######## design 1 ########
<file path="src/rtl/vga_fb_pkg.sv">
`default_nettype none
// +-----------------------------------------------------------------+
// | vga_fb_pkg: frame-buffer geometry and default VGA timing values |
// | Rev 1.0                                                          |
// +-----------------------------------------------------------------+
package vga_fb_pkg;
  localparam int FB_W  = 160;
  localparam int FB_H  = 120;
  localparam int AW    = 15;
  localparam int RGB_W = 12;
  localparam int ROW_W = 7;
  localparam int COL_W = 8;

  localparam int DEF_SCREEN_X = 640;
  localparam int DEF_SCREEN_Y = 480;
  localparam int DEF_H_LAST   = 800;
  localparam int DEF_V_LAST   = 525;
endpackage
`default_nettype wire

</file>
<file path="src/rtl/vga_fb_addr_gen.sv">
`default_nettype none
// +-----------------------------------------------------------------+
// | vga_fb_addr_gen: row*160+col via shift-add, purely combinational |
// | Rev 1.0                                                          |
// +-----------------------------------------------------------------+
module vga_fb_addr_gen
  import vga_fb_pkg::*;
#(
  parameter int ADDR_W = AW
) (
  input  logic [ROW_W-1:0]  row,
  input  logic [COL_W-1:0]  col,
  output logic [ADDR_W-1:0] addr
);
  logic [ADDR_W-1:0] w_row;
  logic [ADDR_W-1:0] w_col;

  assign w_row = ADDR_W'(row);
  assign w_col = ADDR_W'(col);
  // 160 = 128 + 32
  assign addr  = (w_row << 7) + (w_row << 5) + w_col;
endmodule
`default_nettype wire

</file>
<file path="src/rtl/vga_fb_arbiter.sv">
`default_nettype none
// +--------------------------------------------------------------------+
// | vga_fb_arbiter: display-priority arbiter for a 4x-scaled VGA frame  |
// | buffer. Define VGA_FB_ARB_ERRCNT_EN to enable the dropped-write     |
// | counter. Rev 1.0                                                    |
// +--------------------------------------------------------------------+
module vga_fb_arbiter #(
  parameter int SCREEN_X = vga_fb_pkg::DEF_SCREEN_X,
  parameter int SCREEN_Y = vga_fb_pkg::DEF_SCREEN_Y,
  parameter int H_LAST   = vga_fb_pkg::DEF_H_LAST,
  parameter int V_LAST   = vga_fb_pkg::DEF_V_LAST,
  parameter int FB_W     = vga_fb_pkg::FB_W,
  parameter int FB_H     = vga_fb_pkg::FB_H,
  parameter int AW       = vga_fb_pkg::AW
) (
  input  logic                         clk,
  input  logic                         rst,
  input  logic [9:0]                   posX,
  input  logic [8:0]                   posY,
  output logic [vga_fb_pkg::RGB_W-1:0] pix_out,
  input  logic                         wr_req,
  input  logic [AW-1:0]                wr_addr,
  input  logic [vga_fb_pkg::RGB_W-1:0] wr_data,
  output logic                         wr_gnt,
  output logic [AW-1:0]                mem_addr,
  output logic                         mem_we,
  output logic [vga_fb_pkg::RGB_W-1:0] mem_wdata,
  input  logic [vga_fb_pkg::RGB_W-1:0] mem_rdata,
  output logic                         frame_start,
  output logic [7:0]                   err_cnt
);
  import vga_fb_pkg::*;

  localparam logic [9:0]    c_xDispLim  = 10'(SCREEN_X - 4);
  localparam logic [9:0]    c_xPrefetch = 10'(H_LAST - 2);
  localparam logic [9:0]    c_yScreen   = 10'(SCREEN_Y);
  localparam logic [9:0]    c_yLast     = 10'(V_LAST);
  localparam logic [AW-1:0] c_fbSize    = AW'(FB_W * FB_H);

  logic [9:0]       w_y;
  logic [9:0]       w_yNext;
  logic             w_dispDec;
  logic             w_pfDec;
  logic [ROW_W-1:0] w_pfRow;
  logic [ROW_W-1:0] w_row;
  logic [COL_W-1:0] w_col;
  logic [AW-1:0]    w_rdAddr;
  logic             w_rdDec;
  logic             w_wrOk;
  logic [1:0]       r_rdPipe;

  // posY is widened so the wrap compare against V_LAST is exact
  assign w_y       = {1'b0, posY};
  assign w_yNext   = w_y + 10'd1;
  assign w_dispDec = (w_y < c_yScreen) && (posX < c_xDispLim) && (posX[1:0] == 2'd1);

  always_comb begin
    w_pfDec = 1'b0;
    w_pfRow = '0;
    if (posX == c_xPrefetch) begin
      if (w_y == c_yLast) begin
        w_pfDec = 1'b1;
      end else if (w_yNext < c_yScreen) begin
        w_pfDec = 1'b1;
        w_pfRow = w_yNext[8:2];
      end
    end
  end

  // Display reads fetch one group ahead; prefetch fetches column 0
  assign w_row = w_dispDec ? posY[8:2] : w_pfRow;
  assign w_col = w_dispDec ? (posX[9:2] + 8'd1) : '0;

  vga_fb_addr_gen #(
    .ADDR_W (AW)
  ) u_addrGen (
    .row  (w_row),
    .col  (w_col),
    .addr (w_rdAddr)
  );

  assign w_rdDec = w_dispDec | w_pfDec;
  assign wr_gnt  = rst & wr_req & ~w_rdDec;
  assign w_wrOk  = (wr_addr < c_fbSize);

  always_ff @(posedge clk) begin
    if (!rst) begin
      pix_out     <= '0;
      mem_addr    <= '0;
      mem_we      <= 1'b0;
      mem_wdata   <= '0;
      frame_start <= 1'b0;
      r_rdPipe    <= 2'b00;
    end else begin
      frame_start <= (posX == 10'd0) && (posY == 9'd0);
      r_rdPipe    <= {r_rdPipe[0], w_rdDec};
      if (r_rdPipe[1]) begin
        pix_out <= mem_rdata;
      end
      mem_we <= 1'b0;
      if (w_rdDec) begin
        mem_addr <= w_rdAddr;
      end else if (wr_gnt && w_wrOk) begin
        mem_we    <= 1'b1;
        mem_addr  <= wr_addr;
        mem_wdata <= wr_data;
      end
    end
  end

`ifdef VGA_FB_ARB_ERRCNT_EN
  logic [7:0] r_errCnt;

  always_ff @(posedge clk) begin
    if (!rst) begin
      r_errCnt <= 8'd0;
    end else if (wr_gnt && !w_wrOk && (r_errCnt != 8'hFF)) begin
      r_errCnt <= r_errCnt + 8'd1;
    end
  end

  assign err_cnt = r_errCnt;
`else
  assign err_cnt = 8'd0;
`endif
endmodule
`default_nettype wire

</file>
<file path="config.mk">
export PLATFORM = sky130hd
export DESIGN_NAME = vga_fb_arbiter
export DESIGN_NICKNAME = d
export VERILOG_FILES = /design/src/rtl/vga_fb_pkg.sv /design/src/rtl/vga_fb_addr_gen.sv /design/src/rtl/vga_fb_arbiter.sv
export SDC_FILE = /design/constraint.sdc
export NUM_CORES = 1
export LEC_CHECK = 0
export ABC_AREA = 1
export CAP_MARGIN = 25
export CORE_ASPECT_RATIO = 1.1
export CORE_MARGIN = 10
export CORE_UTILIZATION = 44
export CTS_CLUSTER_DIAMETER = 200
export CTS_CLUSTER_SIZE = 10
export DETAILED_ROUTE_END_ITERATION = 16
export PLACE_DENSITY = 0.78
export SETUP_SLACK_MARGIN = 0.15
export SYNTH_ARGS = -nofsm -noshare
export SYNTH_HDL_FRONTEND = slang
export SYNTH_SLANG_ARGS = --single-unit
</file>
<file path="constraint.sdc">
create_clock -name clk -period 4.6 [get_ports clk]
set_clock_uncertainty 0.1 [all_clocks]
set_input_delay 0.69 -clock clk [delete_from_list [all_inputs] [get_ports clk]]
set_output_delay 0.69 -clock clk [all_outputs]
set_load 0.02 [all_outputs]
</file>
**Design 1: clock nets**

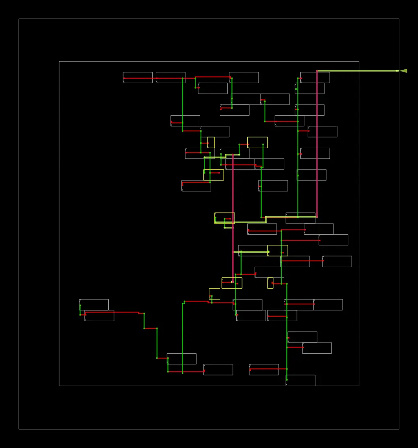
clock latency reported for the late side of the worst-skew pair: 0.29 ns
number of buffers created by CTS: 5
count of clock tree sinks: 43

**Design 1: clock wires, drivers and flops**

(4 px per um)
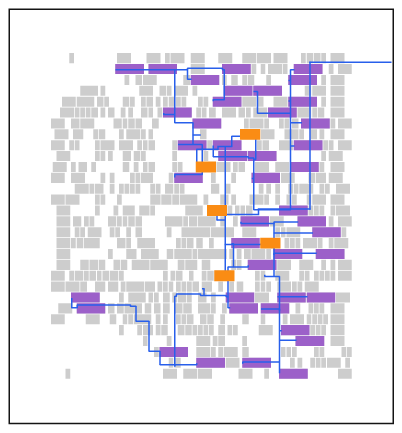
flip-flops: in purple, count 43. clock wires: in blue, length 554 um. cells driving clock nets: in orange, count 5.
There are 6 routed clock nets.

## through the flow
step	area (um^2)	util	hold WS, ns
after floorplan	2790	-	0.290
after global placement	3790	0.616	0.293
after detailed placement	3790	0.616	0.303
after CTS	3880	0.630	0.321
after global routing	3880	0.630	0.363
final	3880	0.630	0.318
## cell families (layout without fill, tap and decap cells)
| logic type | count (synthesis) | count (layout) | share of synthesized area |
|---|---|---|---|
| simple gates | 236 | 236 | 0.365 |
| buf+inv | 76 | 168 | 0.128 |
| compound gates | 52 | 52 | 0.103 |
| flops | 43 | 43 | 0.311 |
| fa+ha+maj | 17 | 17 | 0.0823 |
| xor+xnor | 3 | 3 | 0.00950 |
| other cells | 1 | 8 | 0.00136 |
## worst paths after layout
kind | from | to | cells past startpoint
max | posX[2] | mem_addr[10] | 19
min | r_rdPipe[0] | r_rdPipe[1] | 2
max reg2reg | r_rdPipe[1] | pix_out[5] | 3
min reg2reg | r_rdPipe[0] | r_rdPipe[1] | 2
## metal layers
| layer | global-route usage | up-vias |
|---|---|---|
| li1 | - | 1526 |
| met1 | 0.198 | 1263 |
| met2 | 0.258 | 113 |
| met3 | 0.0437 | 11 |
| met4 | 0.0477 | 0 |
| met5 | 0 | - |
==> deck_impl_summary.md <==
Physical Implementation Snapshot

Run status
  • Outcome: complete, no violations

Setup path
  • Delay of the slowest cell on the worst path: 0.50 ns
  • Category of the worst setup path capture point: flip-flop
  • Data arrival time of the worst path: 4.14 ns
  • Sum of buffers and inverters on the critical path: 3
  • List of cells traversed by the critical path: clkdlybuf4s50_1 -> ha_1 -> nand2_1 -> nor2_2 -> nand3_2 -> nand3_2 -> nand2_2 -> buf_4 -> nand3_1 -> fa_1 -> inv_1 -> fa_1 -> nand3_1 -> nand3_1 -> xor2_1 -> nand2_1 -> o21ai_1 -> nor2_1 -> nor2_1
  • Dominant delay contributor by cell family on the critical path: simple AND/OR/NAND/NOR gates
  • Register-to-register path setup slack: 3.37 ns
  • Worst endpoint required time: 4.69 ns
  • Launching element type of the critical path: input port

Final layout
  • Signed area change from the synthesized netlist to the final layout: 40.2%
  • Largest regs: mem_addr x15, mem_wdata x12, pix_out x12
  • Number of flip-flops under the largest register name: 15
  • Multi-input gate share of total cell area: 0.407
  • Final-layout fill cell count: 596
  • Non-clock inverters: between 50 and 60
  • Fraction of area in registers: 0.222
  • Clock network area share: 0.0219
  • Number of ordinary and repair buffers in the finished layout: 106

Clock tree
  • Clock slew at the register clock pins of the worst setup and hold paths: 0.08 ns
  • CTS Buffer Depth: 2
  • Post-CTS Repair Setup Buffers: 0

Place
  • Setup Slack @ Placement: 0.283 ns
  • Number of buffers inserted by port buffering: a little over 100
  • Global placement routability congestion: 0.883

Yosys
  • Library cell with the highest instance count after synthesis: sky130_fd_sc_hd__nor2_1
  • Mean instance size in the synthesized netlist: 6.46 um^2
  • Summed standard-cell area reported by yosys: 0.00277 mm^2
  • Number of cells produced by synthesis: 428
  • Number of enable flip-flop cells: 0

Power and ir drop
  • IR drop worst, VDD: between 0.0001 and 0.00015 V
  • Sequential group power: 0.403 mW
  • Static Leak: 1.86 nW
  • Pwr dens: 229 mW/mm^2
  • Clock Power Share: 0.264

Worst hold path
  • HP Class: reg -> reg

Drt
  • Via count of the routed design: 2913
  • Top metal layer carrying routed signals: met4
  • Met3 routed wirelength: 778 um
  • Met2 Routed Length: ~3400 um
  • Wire length on met1: 3650 um

Final timing
  • Final Max-Slew Violation Tally: 0
  • Final hold violation count: 0

Global route
  • Antenna violations before repair: 0
  • Maximum number of pins on one net before global-route repair: 40
  • Wire length of the first global-routing pass: 12700 um
  • Overall track demand over capacity in global routing: 0.159

Die
  • Total die size: 0.00986 mm^2
  • Vertical extent of the die: 103 um

######## design 2 ########
<file path="config.mk">
export PLATFORM = sky130hd
export DESIGN_NAME = intersection_phase_scheduler
export DESIGN_NICKNAME = d
export VERILOG_FILES = /design/src/rtl/intersection_phase_scheduler.sv
export SDC_FILE = /design/constraint.sdc
export NUM_CORES = 1
export LEC_CHECK = 0
export CAP_MARGIN = 30
export CORE_UTILIZATION = 40
export DETAILED_ROUTE_END_ITERATION = 8
export GPL_TIMING_DRIVEN = 0
export MAX_ROUTING_LAYER = met4
export PLACE_DENSITY_LB_ADDON = 0.08
export SYNTH_ARGS = -nofsm -noshare
export SYNTH_HDL_FRONTEND = slang
export SYNTH_SLANG_ARGS = --single-unit
</file>
<file path="constraint.sdc">
create_clock -name clk -period 8.3 [get_ports clk]
set_input_delay 1.66 -clock clk [delete_from_list [all_inputs] [get_ports clk]]
set_output_delay 1.66 -clock clk [all_outputs]
set_load 0.02 [all_outputs]
</file>
<file path="src/rtl/intersection_phase_scheduler.sv">
// intersection_phase_scheduler
// Phase sequencer for a main road, a side road and a pedestrian crossing.
// The main road rests on green. Side-road demand and latched pedestrian
// requests pull the green away after a minimum time. The side road is also
// capped at a maximum green, so no requester can starve.
// The outputs are registered Moore decodes of the next state, so they always
// track the state register with no extra latency.

module intersection_phase_scheduler #(
  parameter int CNT_W     = 8,
  parameter int MIN_GREEN = 10,
  parameter int MAX_GREEN = 30,
  parameter int YELLOW_T  = 3,
  parameter int ALL_RED_T = 2,
  parameter int WALK_T    = 8
) (
  input  logic       clk,
  input  logic       reset,
  input  logic       side_req,
  input  logic       ped_req,
  output logic [2:0] light_main,
  output logic [2:0] light_side,
  output logic       walk,
  output logic       ped_ack,
  output logic [2:0] phase
);

  localparam logic [2:0] ST_MAIN_GREEN  = 3'd0;
  localparam logic [2:0] ST_MAIN_YELLOW = 3'd1;
  localparam logic [2:0] ST_ALL_RED_1   = 3'd2;
  localparam logic [2:0] ST_SIDE_GREEN  = 3'd3;
  localparam logic [2:0] ST_SIDE_YELLOW = 3'd4;
  localparam logic [2:0] ST_ALL_RED_2   = 3'd5;
  localparam logic [2:0] ST_PED_WALK    = 3'd6;

  localparam logic [2:0] LAMP_RED    = 3'b100;
  localparam logic [2:0] LAMP_YELLOW = 3'b010;
  localparam logic [2:0] LAMP_GREEN  = 3'b001;

  // An Elapsed(N) check is true once the timer has reached N-1.
  localparam logic [CNT_W-1:0] MIN_GREEN_M1 = CNT_W'(MIN_GREEN - 1);
  localparam logic [CNT_W-1:0] MAX_GREEN_M1 = CNT_W'(MAX_GREEN - 1);
  localparam logic [CNT_W-1:0] YELLOW_M1    = CNT_W'(YELLOW_T - 1);
  localparam logic [CNT_W-1:0] ALL_RED_M1   = CNT_W'(ALL_RED_T - 1);
  localparam logic [CNT_W-1:0] WALK_M1      = CNT_W'(WALK_T - 1);
  localparam logic [CNT_W-1:0] TIMER_MAX    = {CNT_W{1'b1}};

  logic [2:0]       r_state;
  logic [CNT_W-1:0] r_timer;
  logic             r_ped_pending;
  logic [2:0]       r_light_main;
  logic [2:0]       r_light_side;
  logic             r_walk;
  logic             r_ped_ack;

  logic [2:0]       w_state_next;
  logic             w_enter_walk;
  logic             w_ped_pending_next;
  logic [2:0]       w_light_main_next;
  logic [2:0]       w_light_side_next;
  logic             w_walk_next;

  // The phase timer restarts on every state change and saturates instead of wrapping.
  // The pedestrian latch is cleared on entry to the walk phase.
  always_ff @(posedge clk or negedge reset) begin
    if (!reset) begin
      r_state       <= ST_ALL_RED_2;
      r_timer       <= {CNT_W{1'b0}};
      r_ped_pending <= 1'b0;
    end else begin
      r_state       <= w_state_next;
      r_ped_pending <= w_ped_pending_next;
      if (w_state_next != r_state) begin
        r_timer <= {CNT_W{1'b0}};
      end else if (r_timer != TIMER_MAX) begin
        r_timer <= r_timer + CNT_W'(1);
      end else begin
        r_timer <= r_timer;
      end
    end
  end

  // Next-state logic: minimum and maximum phase times, demand arbitration, recovery from code 7.
  always_comb begin
    w_state_next = r_state;
    case (r_state)
      ST_MAIN_GREEN: begin
        if ((r_timer >= MIN_GREEN_M1) && (side_req || r_ped_pending)) begin
          w_state_next = ST_MAIN_YELLOW;
        end else begin
          w_state_next = ST_MAIN_GREEN;
        end
      end
      ST_MAIN_YELLOW: begin
        if (r_timer >= YELLOW_M1) begin
          w_state_next = ST_ALL_RED_1;
        end else begin
          w_state_next = ST_MAIN_YELLOW;
        end
      end
      ST_ALL_RED_1: begin
        // The pedestrian is served ahead of the side road.
        if (r_timer >= ALL_RED_M1) begin
          w_state_next = r_ped_pending ? ST_PED_WALK : ST_SIDE_GREEN;
        end else begin
          w_state_next = ST_ALL_RED_1;
        end
      end
      ST_SIDE_GREEN: begin
        if (r_timer >= MAX_GREEN_M1) begin
          w_state_next = ST_SIDE_YELLOW;
        end else if ((r_timer >= MIN_GREEN_M1) && (!side_req || r_ped_pending)) begin
          w_state_next = ST_SIDE_YELLOW;
        end else begin
          w_state_next = ST_SIDE_GREEN;
        end
      end
      ST_SIDE_YELLOW: begin
        if (r_timer >= YELLOW_M1) begin
          w_state_next = ST_ALL_RED_2;
        end else begin
          w_state_next = ST_SIDE_YELLOW;
        end
      end
      ST_ALL_RED_2: begin
        if (r_timer >= ALL_RED_M1) begin
          w_state_next = ST_MAIN_GREEN;
        end else begin
          w_state_next = ST_ALL_RED_2;
        end
      end
      ST_PED_WALK: begin
        if (r_timer >= WALK_M1) begin
          w_state_next = ST_ALL_RED_2;
        end else begin
          w_state_next = ST_PED_WALK;
        end
      end
      default: begin
        w_state_next = ST_ALL_RED_2;
      end
    endcase
  end

  // Pedestrian latch: a clear on walk entry wins over a request; requests during the walk are dropped.
  always_comb begin
    w_enter_walk       = (w_state_next == ST_PED_WALK) && (r_state != ST_PED_WALK);
    w_ped_pending_next = r_ped_pending;
    if (w_enter_walk) begin
      w_ped_pending_next = 1'b0;
    end else if (ped_req && (r_state != ST_PED_WALK)) begin
      w_ped_pending_next = 1'b1;
    end else begin
      w_ped_pending_next = r_ped_pending;
    end
  end

  // Output decode of the upcoming state. Each head is red outside its own phases.
  always_comb begin
    w_light_main_next = LAMP_RED;
    w_light_side_next = LAMP_RED;
    w_walk_next       = 1'b0;
    case (w_state_next)
      ST_MAIN_GREEN:  w_light_main_next = LAMP_GREEN;
      ST_MAIN_YELLOW: w_light_main_next = LAMP_YELLOW;
      ST_SIDE_GREEN:  w_light_side_next = LAMP_GREEN;
      ST_SIDE_YELLOW: w_light_side_next = LAMP_YELLOW;
      ST_PED_WALK:    w_walk_next       = 1'b1;
      default: begin
        w_light_main_next = LAMP_RED;
        w_light_side_next = LAMP_RED;
        w_walk_next       = 1'b0;
      end
    endcase
  end

  // Output registers. Reset forces all-red immediately, including in the middle of a phase.
  always_ff @(posedge clk or negedge reset) begin
    if (!reset) begin
      r_light_main <= LAMP_RED;
      r_light_side <= LAMP_RED;
      r_walk       <= 1'b0;
      r_ped_ack    <= 1'b0;
    end else begin
      r_light_main <= w_light_main_next;
      r_light_side <= w_light_side_next;
      r_walk       <= w_walk_next;
      r_ped_ack    <= w_enter_walk;
    end
  end

  assign light_main = r_light_main;
  assign light_side = r_light_side;
  assign walk       = r_walk;
  assign ped_ack    = r_ped_ack;
  assign phase      = r_state;

endmodule
</file>
**Design 2: pin map**

(6 px per um) Pins as bars across the die edge, other pins in grey.
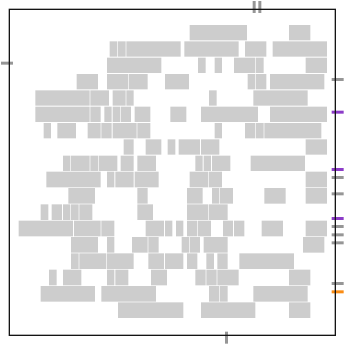
light_side: in purple, pins 3, direction output, edge east. reset: in orange, pins 1, direction input, edge east.
All pins by edge: 11 east, 2 north, 1 west, 1 south.

**Design 2: gate-type map**

(6 px per um)
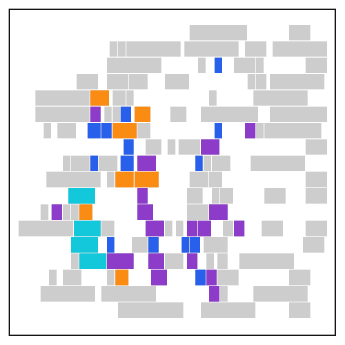
adder and majority cells: in cyan, cells 4, most used ha_1. inverting AOI/OAI gates: in purple, cells 18, most used a21oi_1. AND and OR gates: in orange, cells 7. NAND gates: in blue, cells 14.

cell usage after synthesis (2+ instances only):
cell type / instances
sky130_fd_sc_hd__nor2_1: 17
sky130_fd_sc_hd__dfrtp_1: 16
sky130_fd_sc_hd__a21oi_1: 7
sky130_fd_sc_hd__inv_1: 6
sky130_fd_sc_hd__nand2_1: 6
sky130_fd_sc_hd__nand3_1: 6
sky130_fd_sc_hd__dfstp_2: 4
sky130_fd_sc_hd__ha_1: 4
sky130_fd_sc_hd__nor4_1: 4
sky130_fd_sc_hd__nor3_1: 3
sky130_fd_sc_hd__xor2_1: 3
sky130_fd_sc_hd__nor3_2: 2
sky130_fd_sc_hd__o211ai_1: 2
sky130_fd_sc_hd__o21ai_0: 2
flip-flops by register name, indices dropped and copies added, names as in the netlist:
name,count
light_main,3
light_side,3
ped_ack,1
phase,3
r_ped_pending,1
r_timer,8
walk,1
kinds of logic after synthesis:
group | share of synthesized area
flip-flops | 0.465
buffers and inverters | 0.0415
AND-OR/OR-AND | 0.172
AND/OR/NAND/NOR | 0.243
adder cells (fa/ha/maj) | 0.0461
XOR/XNOR | 0.0323
==> deck_impl_summary.md <==
Physical Implementation Snapshot

Power and ir drop
  • Power of the clock network: 0.0791 mW
  • Clock Power Share: 0.157
  • Power consumption: 0.504 mW

Global route
  • Wire length of the first global-routing pass: around 3800 um
  • Grt peak-use layer: met2

Setup path
  • Delay of the slowest cell on the worst path: 0.49 ns
  • Worst R2R Path Depth: 8
  • Critical path class: in -> reg
  • Critical R2R Launch: r_timer[0]

Final layout
  • Comb. cell area: 536 um^2
  • Clock network area share: 0.0399
  • Net count reported at finish: around 140
  • Post-layout instance count excluding filler cells: 160
  • Number of antenna diodes: 0
  • Total area of sequential cells: 505 um^2

Clock tree
  • Hold bufs inserted after CTS: 0
  • CTS Buffer Depth: 2
  • Clock latency reported for the late side of the worst-skew pair: 0.30 ns

Final timing
  • Count of endpoints failing setup in the final report: 0
  • Final total negative setup slack: 0 ns

Place
  • Global placement routability congestion: 0.889
  • Number of cells after detailed placement: 156

Run status
  • Outcome: complete, no violations

Yosys
  • Number of nets in the synthesized netlist: 120
  • Fraction of post-synthesis cell area in the top cell type by area: 0.369

Worst hold path
  • WHS Endpoint: r_timer[5]

Die
  • Core footprint: 0.00252 mm^2
  • Row count: 18

######## design 3 ########
`src/rtl/uart_byte_rx_if.sv`:
```
// uart_byte_rx_if: serial line in, received byte and status out.
// master drives uart_rx and observes the results; slave is the receiver.
interface uart_byte_rx_if;
  logic       uart_rx;
  logic [7:0] uart_byte;
  logic       byte_valid;
  logic       frame_err;
  logic       busy;
  modport master (output uart_rx, input uart_byte, byte_valid, frame_err, busy);
  modport slave (input uart_rx, output uart_byte, byte_valid, frame_err, busy);
endinterface

```
`src/rtl/uart_byte_rx.sv`:
```
// uart_byte_rx: 8N1 UART receiver with mid-bit sampling, frame error and break handling.
// Ports: clk, rst (sync, active-high); rx_if.slave carries uart_rx in and
// uart_byte, byte_valid, frame_err, busy out.
module uart_byte_rx #(
  parameter int CLKS_PER_BIT = 868
) (
  input logic           clk,
  input logic           rst,
  uart_byte_rx_if.slave rx_if
);
  localparam int CW = $clog2(CLKS_PER_BIT + 1);
  localparam logic [CW-1:0] HALF = CW'(CLKS_PER_BIT / 2);
  localparam logic [CW-1:0] FULL = CW'(CLKS_PER_BIT);
  typedef enum logic [2:0] {IDLE, START, DATA, STOP, WAIT_HIGH} state_t;
  state_t        state_q, state_d;
  logic [1:0]    sync_q, settle_q;
  logic          rx_s, expire, arm_q, arm_d;
  logic [CW-1:0] cnt_q, cnt_d;
  logic [2:0]    idx_q, idx_d;
  logic [7:0]    shift_q, shift_d, byte_q, byte_d;
  logic          valid_q, valid_d, ferr_q, ferr_d;
  assign rx_s   = sync_q[1];
  assign expire = cnt_q == CW'(1);
  // The synchronizer resets to 1, so rx_s only reflects the line once settle_q
  // fills; arm_q then demands a real high before any start bit is accepted.
  always_comb begin
    state_d = state_q;
    cnt_d   = cnt_q != '0 ? cnt_q - CW'(1) : cnt_q;
    idx_d   = idx_q;
    shift_d = shift_q;
    byte_d  = byte_q;
    valid_d = 1'b0;
    ferr_d  = 1'b0;
    arm_d   = arm_q | (settle_q[1] & rx_s);
    case (state_q)
      IDLE: if (arm_q && !rx_s) begin
        state_d = START;
        cnt_d   = HALF;
      end
      START: if (expire) begin
        state_d = rx_s ? IDLE : DATA;
        cnt_d   = FULL;
        idx_d   = 3'd0;
      end
      DATA: if (expire) begin
        shift_d = {rx_s, shift_q[7:1]};
        idx_d   = idx_q + 3'd1;
        cnt_d   = FULL;
        state_d = idx_q == 3'd7 ? STOP : DATA;
      end
      STOP: if (expire) begin
        state_d = rx_s ? IDLE : WAIT_HIGH;
        valid_d = rx_s;
        ferr_d  = !rx_s;
        byte_d  = rx_s ? shift_q : byte_q;
      end
      WAIT_HIGH: state_d = rx_s ? IDLE : WAIT_HIGH;
      default: state_d = IDLE;
    endcase
  end
  always_ff @(posedge clk) begin
    if (rst) begin
      state_q  <= IDLE;
      sync_q   <= 2'b11;
      settle_q <= 2'b00;
      arm_q    <= 1'b0;
      cnt_q    <= '0;
      idx_q    <= 3'd0;
      shift_q  <= 8'h00;
      byte_q   <= 8'h00;
      valid_q  <= 1'b0;
      ferr_q   <= 1'b0;
    end else begin
      state_q  <= state_d;
      sync_q   <= {sync_q[0], rx_if.uart_rx};
      settle_q <= {settle_q[0], 1'b1};
      arm_q    <= arm_d;
      cnt_q    <= cnt_d;
      idx_q    <= idx_d;
      shift_q  <= shift_d;
      byte_q   <= byte_d;
      valid_q  <= valid_d;
      ferr_q   <= ferr_d;
    end
  end
  assign rx_if.uart_byte  = byte_q;
  assign rx_if.byte_valid = valid_q;
  assign rx_if.frame_err  = ferr_q;
  assign rx_if.busy       = state_q != IDLE;
endmodule

```
`src/flat_wrapper.sv`:
```
// flat-port wrapper written by rule: the top's interface ports become plain ports
module uart_byte_rx_flat 
#(
  parameter int CLKS_PER_BIT = 868
)
  (clk, rst, rx_if_uart_rx, rx_if_uart_byte, rx_if_byte_valid, rx_if_frame_err, rx_if_busy);
  uart_byte_rx_if rx_if_i ();
  input logic clk;
  input logic rst;
  input wire logic [$bits(rx_if_i.uart_rx)-1:0] rx_if_uart_rx;
  output wire logic [$bits(rx_if_i.uart_byte)-1:0] rx_if_uart_byte;
  output wire logic [$bits(rx_if_i.byte_valid)-1:0] rx_if_byte_valid;
  output wire logic [$bits(rx_if_i.frame_err)-1:0] rx_if_frame_err;
  output wire logic [$bits(rx_if_i.busy)-1:0] rx_if_busy;
  assign rx_if_i.uart_rx = rx_if_uart_rx;
  assign rx_if_uart_byte = rx_if_i.uart_byte;
  assign rx_if_byte_valid = rx_if_i.byte_valid;
  assign rx_if_frame_err = rx_if_i.frame_err;
  assign rx_if_busy = rx_if_i.busy;
  uart_byte_rx #(.CLKS_PER_BIT(CLKS_PER_BIT)) u_core (.clk(clk), .rst(rst), .rx_if(rx_if_i));
endmodule
```
`config.mk`:
```
export PLATFORM = sky130hd
export DESIGN_NAME = uart_byte_rx_flat
export DESIGN_NICKNAME = d
export VERILOG_FILES = /design/src/rtl/uart_byte_rx_if.sv /design/src/rtl/uart_byte_rx.sv /design/src/flat_wrapper.sv
export SDC_FILE = /design/constraint.sdc
export NUM_CORES = 1
export LEC_CHECK = 0
export ABC_CLOCK_PERIOD_IN_PS = 1910
export CORE_ASPECT_RATIO = 0.7
export CORE_MARGIN = 2
export CORE_UTILIZATION = 56
export CTS_CLUSTER_DIAMETER = 80
export CTS_CLUSTER_SIZE = 14
export DETAILED_ROUTE_END_ITERATION = 7
export PLACE_DENSITY = 0.77
export SLEW_MARGIN = 20
export SYNTH_ARGS = -nofsm -noshare
export SYNTH_HDL_FRONTEND = slang
export SYNTH_SLANG_ARGS = --single-unit
```
`constraint.sdc`:
```
create_clock -name clk -period 1.91 [get_ports clk]
set_input_delay 0.573 -clock clk [delete_from_list [all_inputs] [get_ports clk]]
set_output_delay 0.573 -clock clk [all_outputs]
set_load 0.1 [all_outputs]
```
**Design 3: pin map**

(6 px per um) Pins as bars across the die edge, other pins in grey.
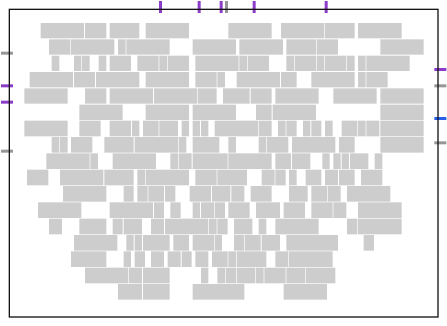
rx_if_frame_err: in blue, pins 1, direction output, edge east. rx_if_uart_byte: in purple, pins 8, direction output, edge 5 north, 2 west, 1 east.
All pins by edge: 6 north, 4 west, 4 east.

**Design 3: gate-type map**

(6 px per um)
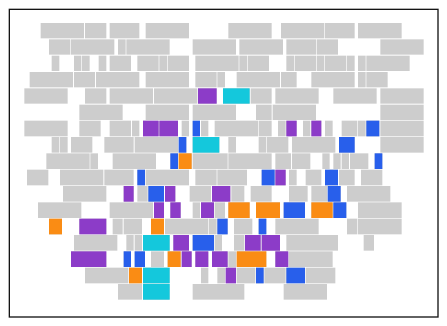
inverting AOI/OAI gates: in purple, cells 22, most used a21oi_1. adder and majority cells: in cyan, cells 5, most used ha_1. NAND gates: in blue, cells 20, most used nand2_1. AND and OR gates: in orange, cells 9.

**Design 3: clock wires, drivers and flops**

(6 px per um)
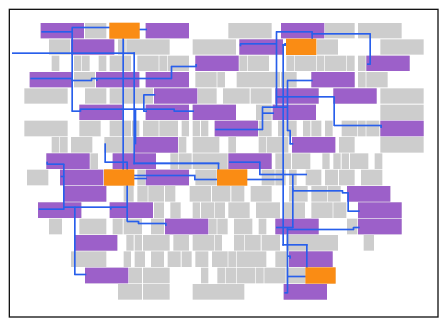
clock wires: in blue, length 485 um. cells driving clock nets: in orange, count 5. flip-flops: in purple, count 39.
There are 6 routed clock nets.

==> deck_impl_summary.md <==
Physical Implementation Snapshot

Run status
  • Outcome: complete, no violations

Yosys
  • Yosys simple share: 0.249
  • Number of nets in the synthesized netlist: 192
  • Number of enable flip-flop cells: 0
  • Share of synthesized area spent on multiplexers: 0.119
  • Share of the yosys chip area belonging to registers: 0.441
  • Distinct cell type count of the synthesized netlist: 45
  • Summed standard-cell area reported by yosys: 0.00177 mm^2
  • Fraction of the mapped netlist area in adder cells: 0.0353
  • Ys Warns: 0
  • Number of cells produced by synthesis: 184
  • XOR/XNOR Area Share: 0.0148
  • Synthesized-area fraction occupied by ao, oa, aoi and oai cells: 0.0996
  • Top post-synthesis cells by count: sky130_fd_sc_hd__dfxtp_1, sky130_fd_sc_hd__nor2_1, sky130_fd_sc_hd__mux2i_1
  • Post-synthesis cell count from yosys: 184
  • Asr flop ratio synth: 0
  • Mean instance size in the synthesized netlist: 9.62 um^2
  • Cell taking the most area after synthesis: sky130_fd_sc_hd__dfxtp_1

Drt
  • Violation count after the first detailed-routing iteration: 111
  • Number of vias per cell: 5.91
  • Remaining antenna violation count after routing: 0
  • Final WL: around 3500 um

Setup path
  • Critical R2R Launch: u_core.cnt_q[0]
  • Register-to-register path setup slack: around 0.090 ns
  • Launching element type of the critical path: flip-flop
  • Destination of the worst register-to-register timing path: u_core.cnt_q[7]
  • Worst endpoint required time: 1.34 ns
  • List of cells traversed by the critical path: nor2_1 -> nand2_2 -> buf_12
  • Delay of the slowest cell on the worst path: 0.58 ns
  • Crit-path max FO: 12
  • Worst Setup EP: rx_if_busy

Clock tree
  • Post-cts gate resize count: 0
  • Hold bufs inserted after CTS: 0
  • Number of buffers created by CTS: 5
  • Count of clock tree sinks: 39
  • Clock latency reported for the late side of the worst-skew pair: 0.30 ns

Final timing
  • Final total negative setup slack: 0 ns
  • Final Max-Slew Violation Tally: 0
  • Final critical path time including I/O delays and setup: 1.87 ns
  • Max Clk Rate: roughly 530 MHz

Power and ir drop
  • Net switching component of the power: 0.833 mW
  • Static Leak: 0.945 nW
  • Power of the clock network: 0.618 mW
  • IR drop worst, VDD: 0.000664 V
  • Sequential share of power: 0.422

Flow run
  • Stage-log warning count: 29
  • Max-cap check violation count: 0

Die
  • Row count: 17
  • Core footprint: 0.00308 mm^2

Final layout
  • Top cells excl fill/tap: sky130_fd_sc_hd__dfxtp_1, sky130_fd_sc_hd__nor2_1, sky130_fd_sc_hd__mux2i_1
  • Final design area excluding fillers: 0.00218 mm^2
  • Most frequent standard cell in the layout excluding fill and tap cells: sky130_fd_sc_hd__dfxtp_1
  • Post-layout instance count excluding filler cells: 239
  • Number of antenna diodes: 0

Place
  • Global placement routability congestion: 0.993
  • Setup Slack @ Placement: 0.0909 ns
  • Post-place instance area: between 0.002 and 0.0025 mm^2

Global route
  • Antenna violations before repair: 0
  • Global-route congestion overflow total: 0

Worst hold path
  • HP Class: reg -> reg
==> per-layer routing <==
| layer | global-route usage | routed length (um) |
|---|---|---|
| met3 | 0.0592 | 258 |
| met5 | 0 | 0 |
| met2 | 0.306 | 1510 |
| met4 | 0.104 | 75 |
| met1 | 0.290 | 1680 |
==> state kept, by name, summed over array words and instances (netlist names) <==
register                 count
u_core.cnt_q                10
u_core.rx_if.uart_byte       8
u_core.shift_q               8
u_core.idx_q                 3
u_core.state_q               3
u_core.settle_q              2
u_core.sync_q                2
u_core.arm_q                 1
u_core.rx_if.byte_valid      1
u_core.rx_if.frame_err       1
==> worst max-delay path, delay by kind of cell (launching register included) <==
kind,cells,cell delay [ns]
buffers and inverters,1,0.17
AND/OR/NAND/NOR,2,0.25
flip-flops,1,0.58
==> area by class of cell <==
cell class | count | area [um^2]
clock inverters | 1 | 7.51
clock buffers | 7 | 96.3
fillers | 216 | 900
flip-flops and latches | 39 | 781
repair buffers | 19 | 298
inverters | 8 | 30.0
multi-input cells | 127 | 925
well taps | 38 | 47.5


## Gallery

Routed metal, one colour a layer.
panel A
(4 px per um) Two of the layers only.
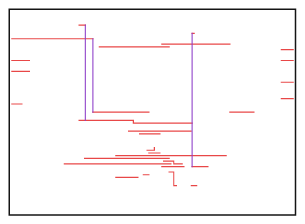
panel B
(3 px per um) Two of the layers only.
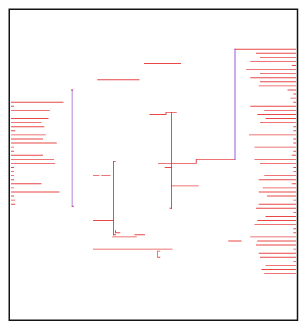
panel C
(4 px per um) Two of the layers only.
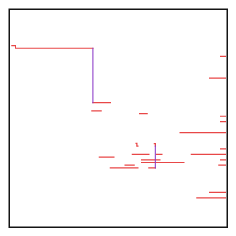
design 2: panel C
design 1: panel B
design 3: panel A
- least wire: panel C

Power figures rest on the tool's default switching activity, not on a simulated workload.
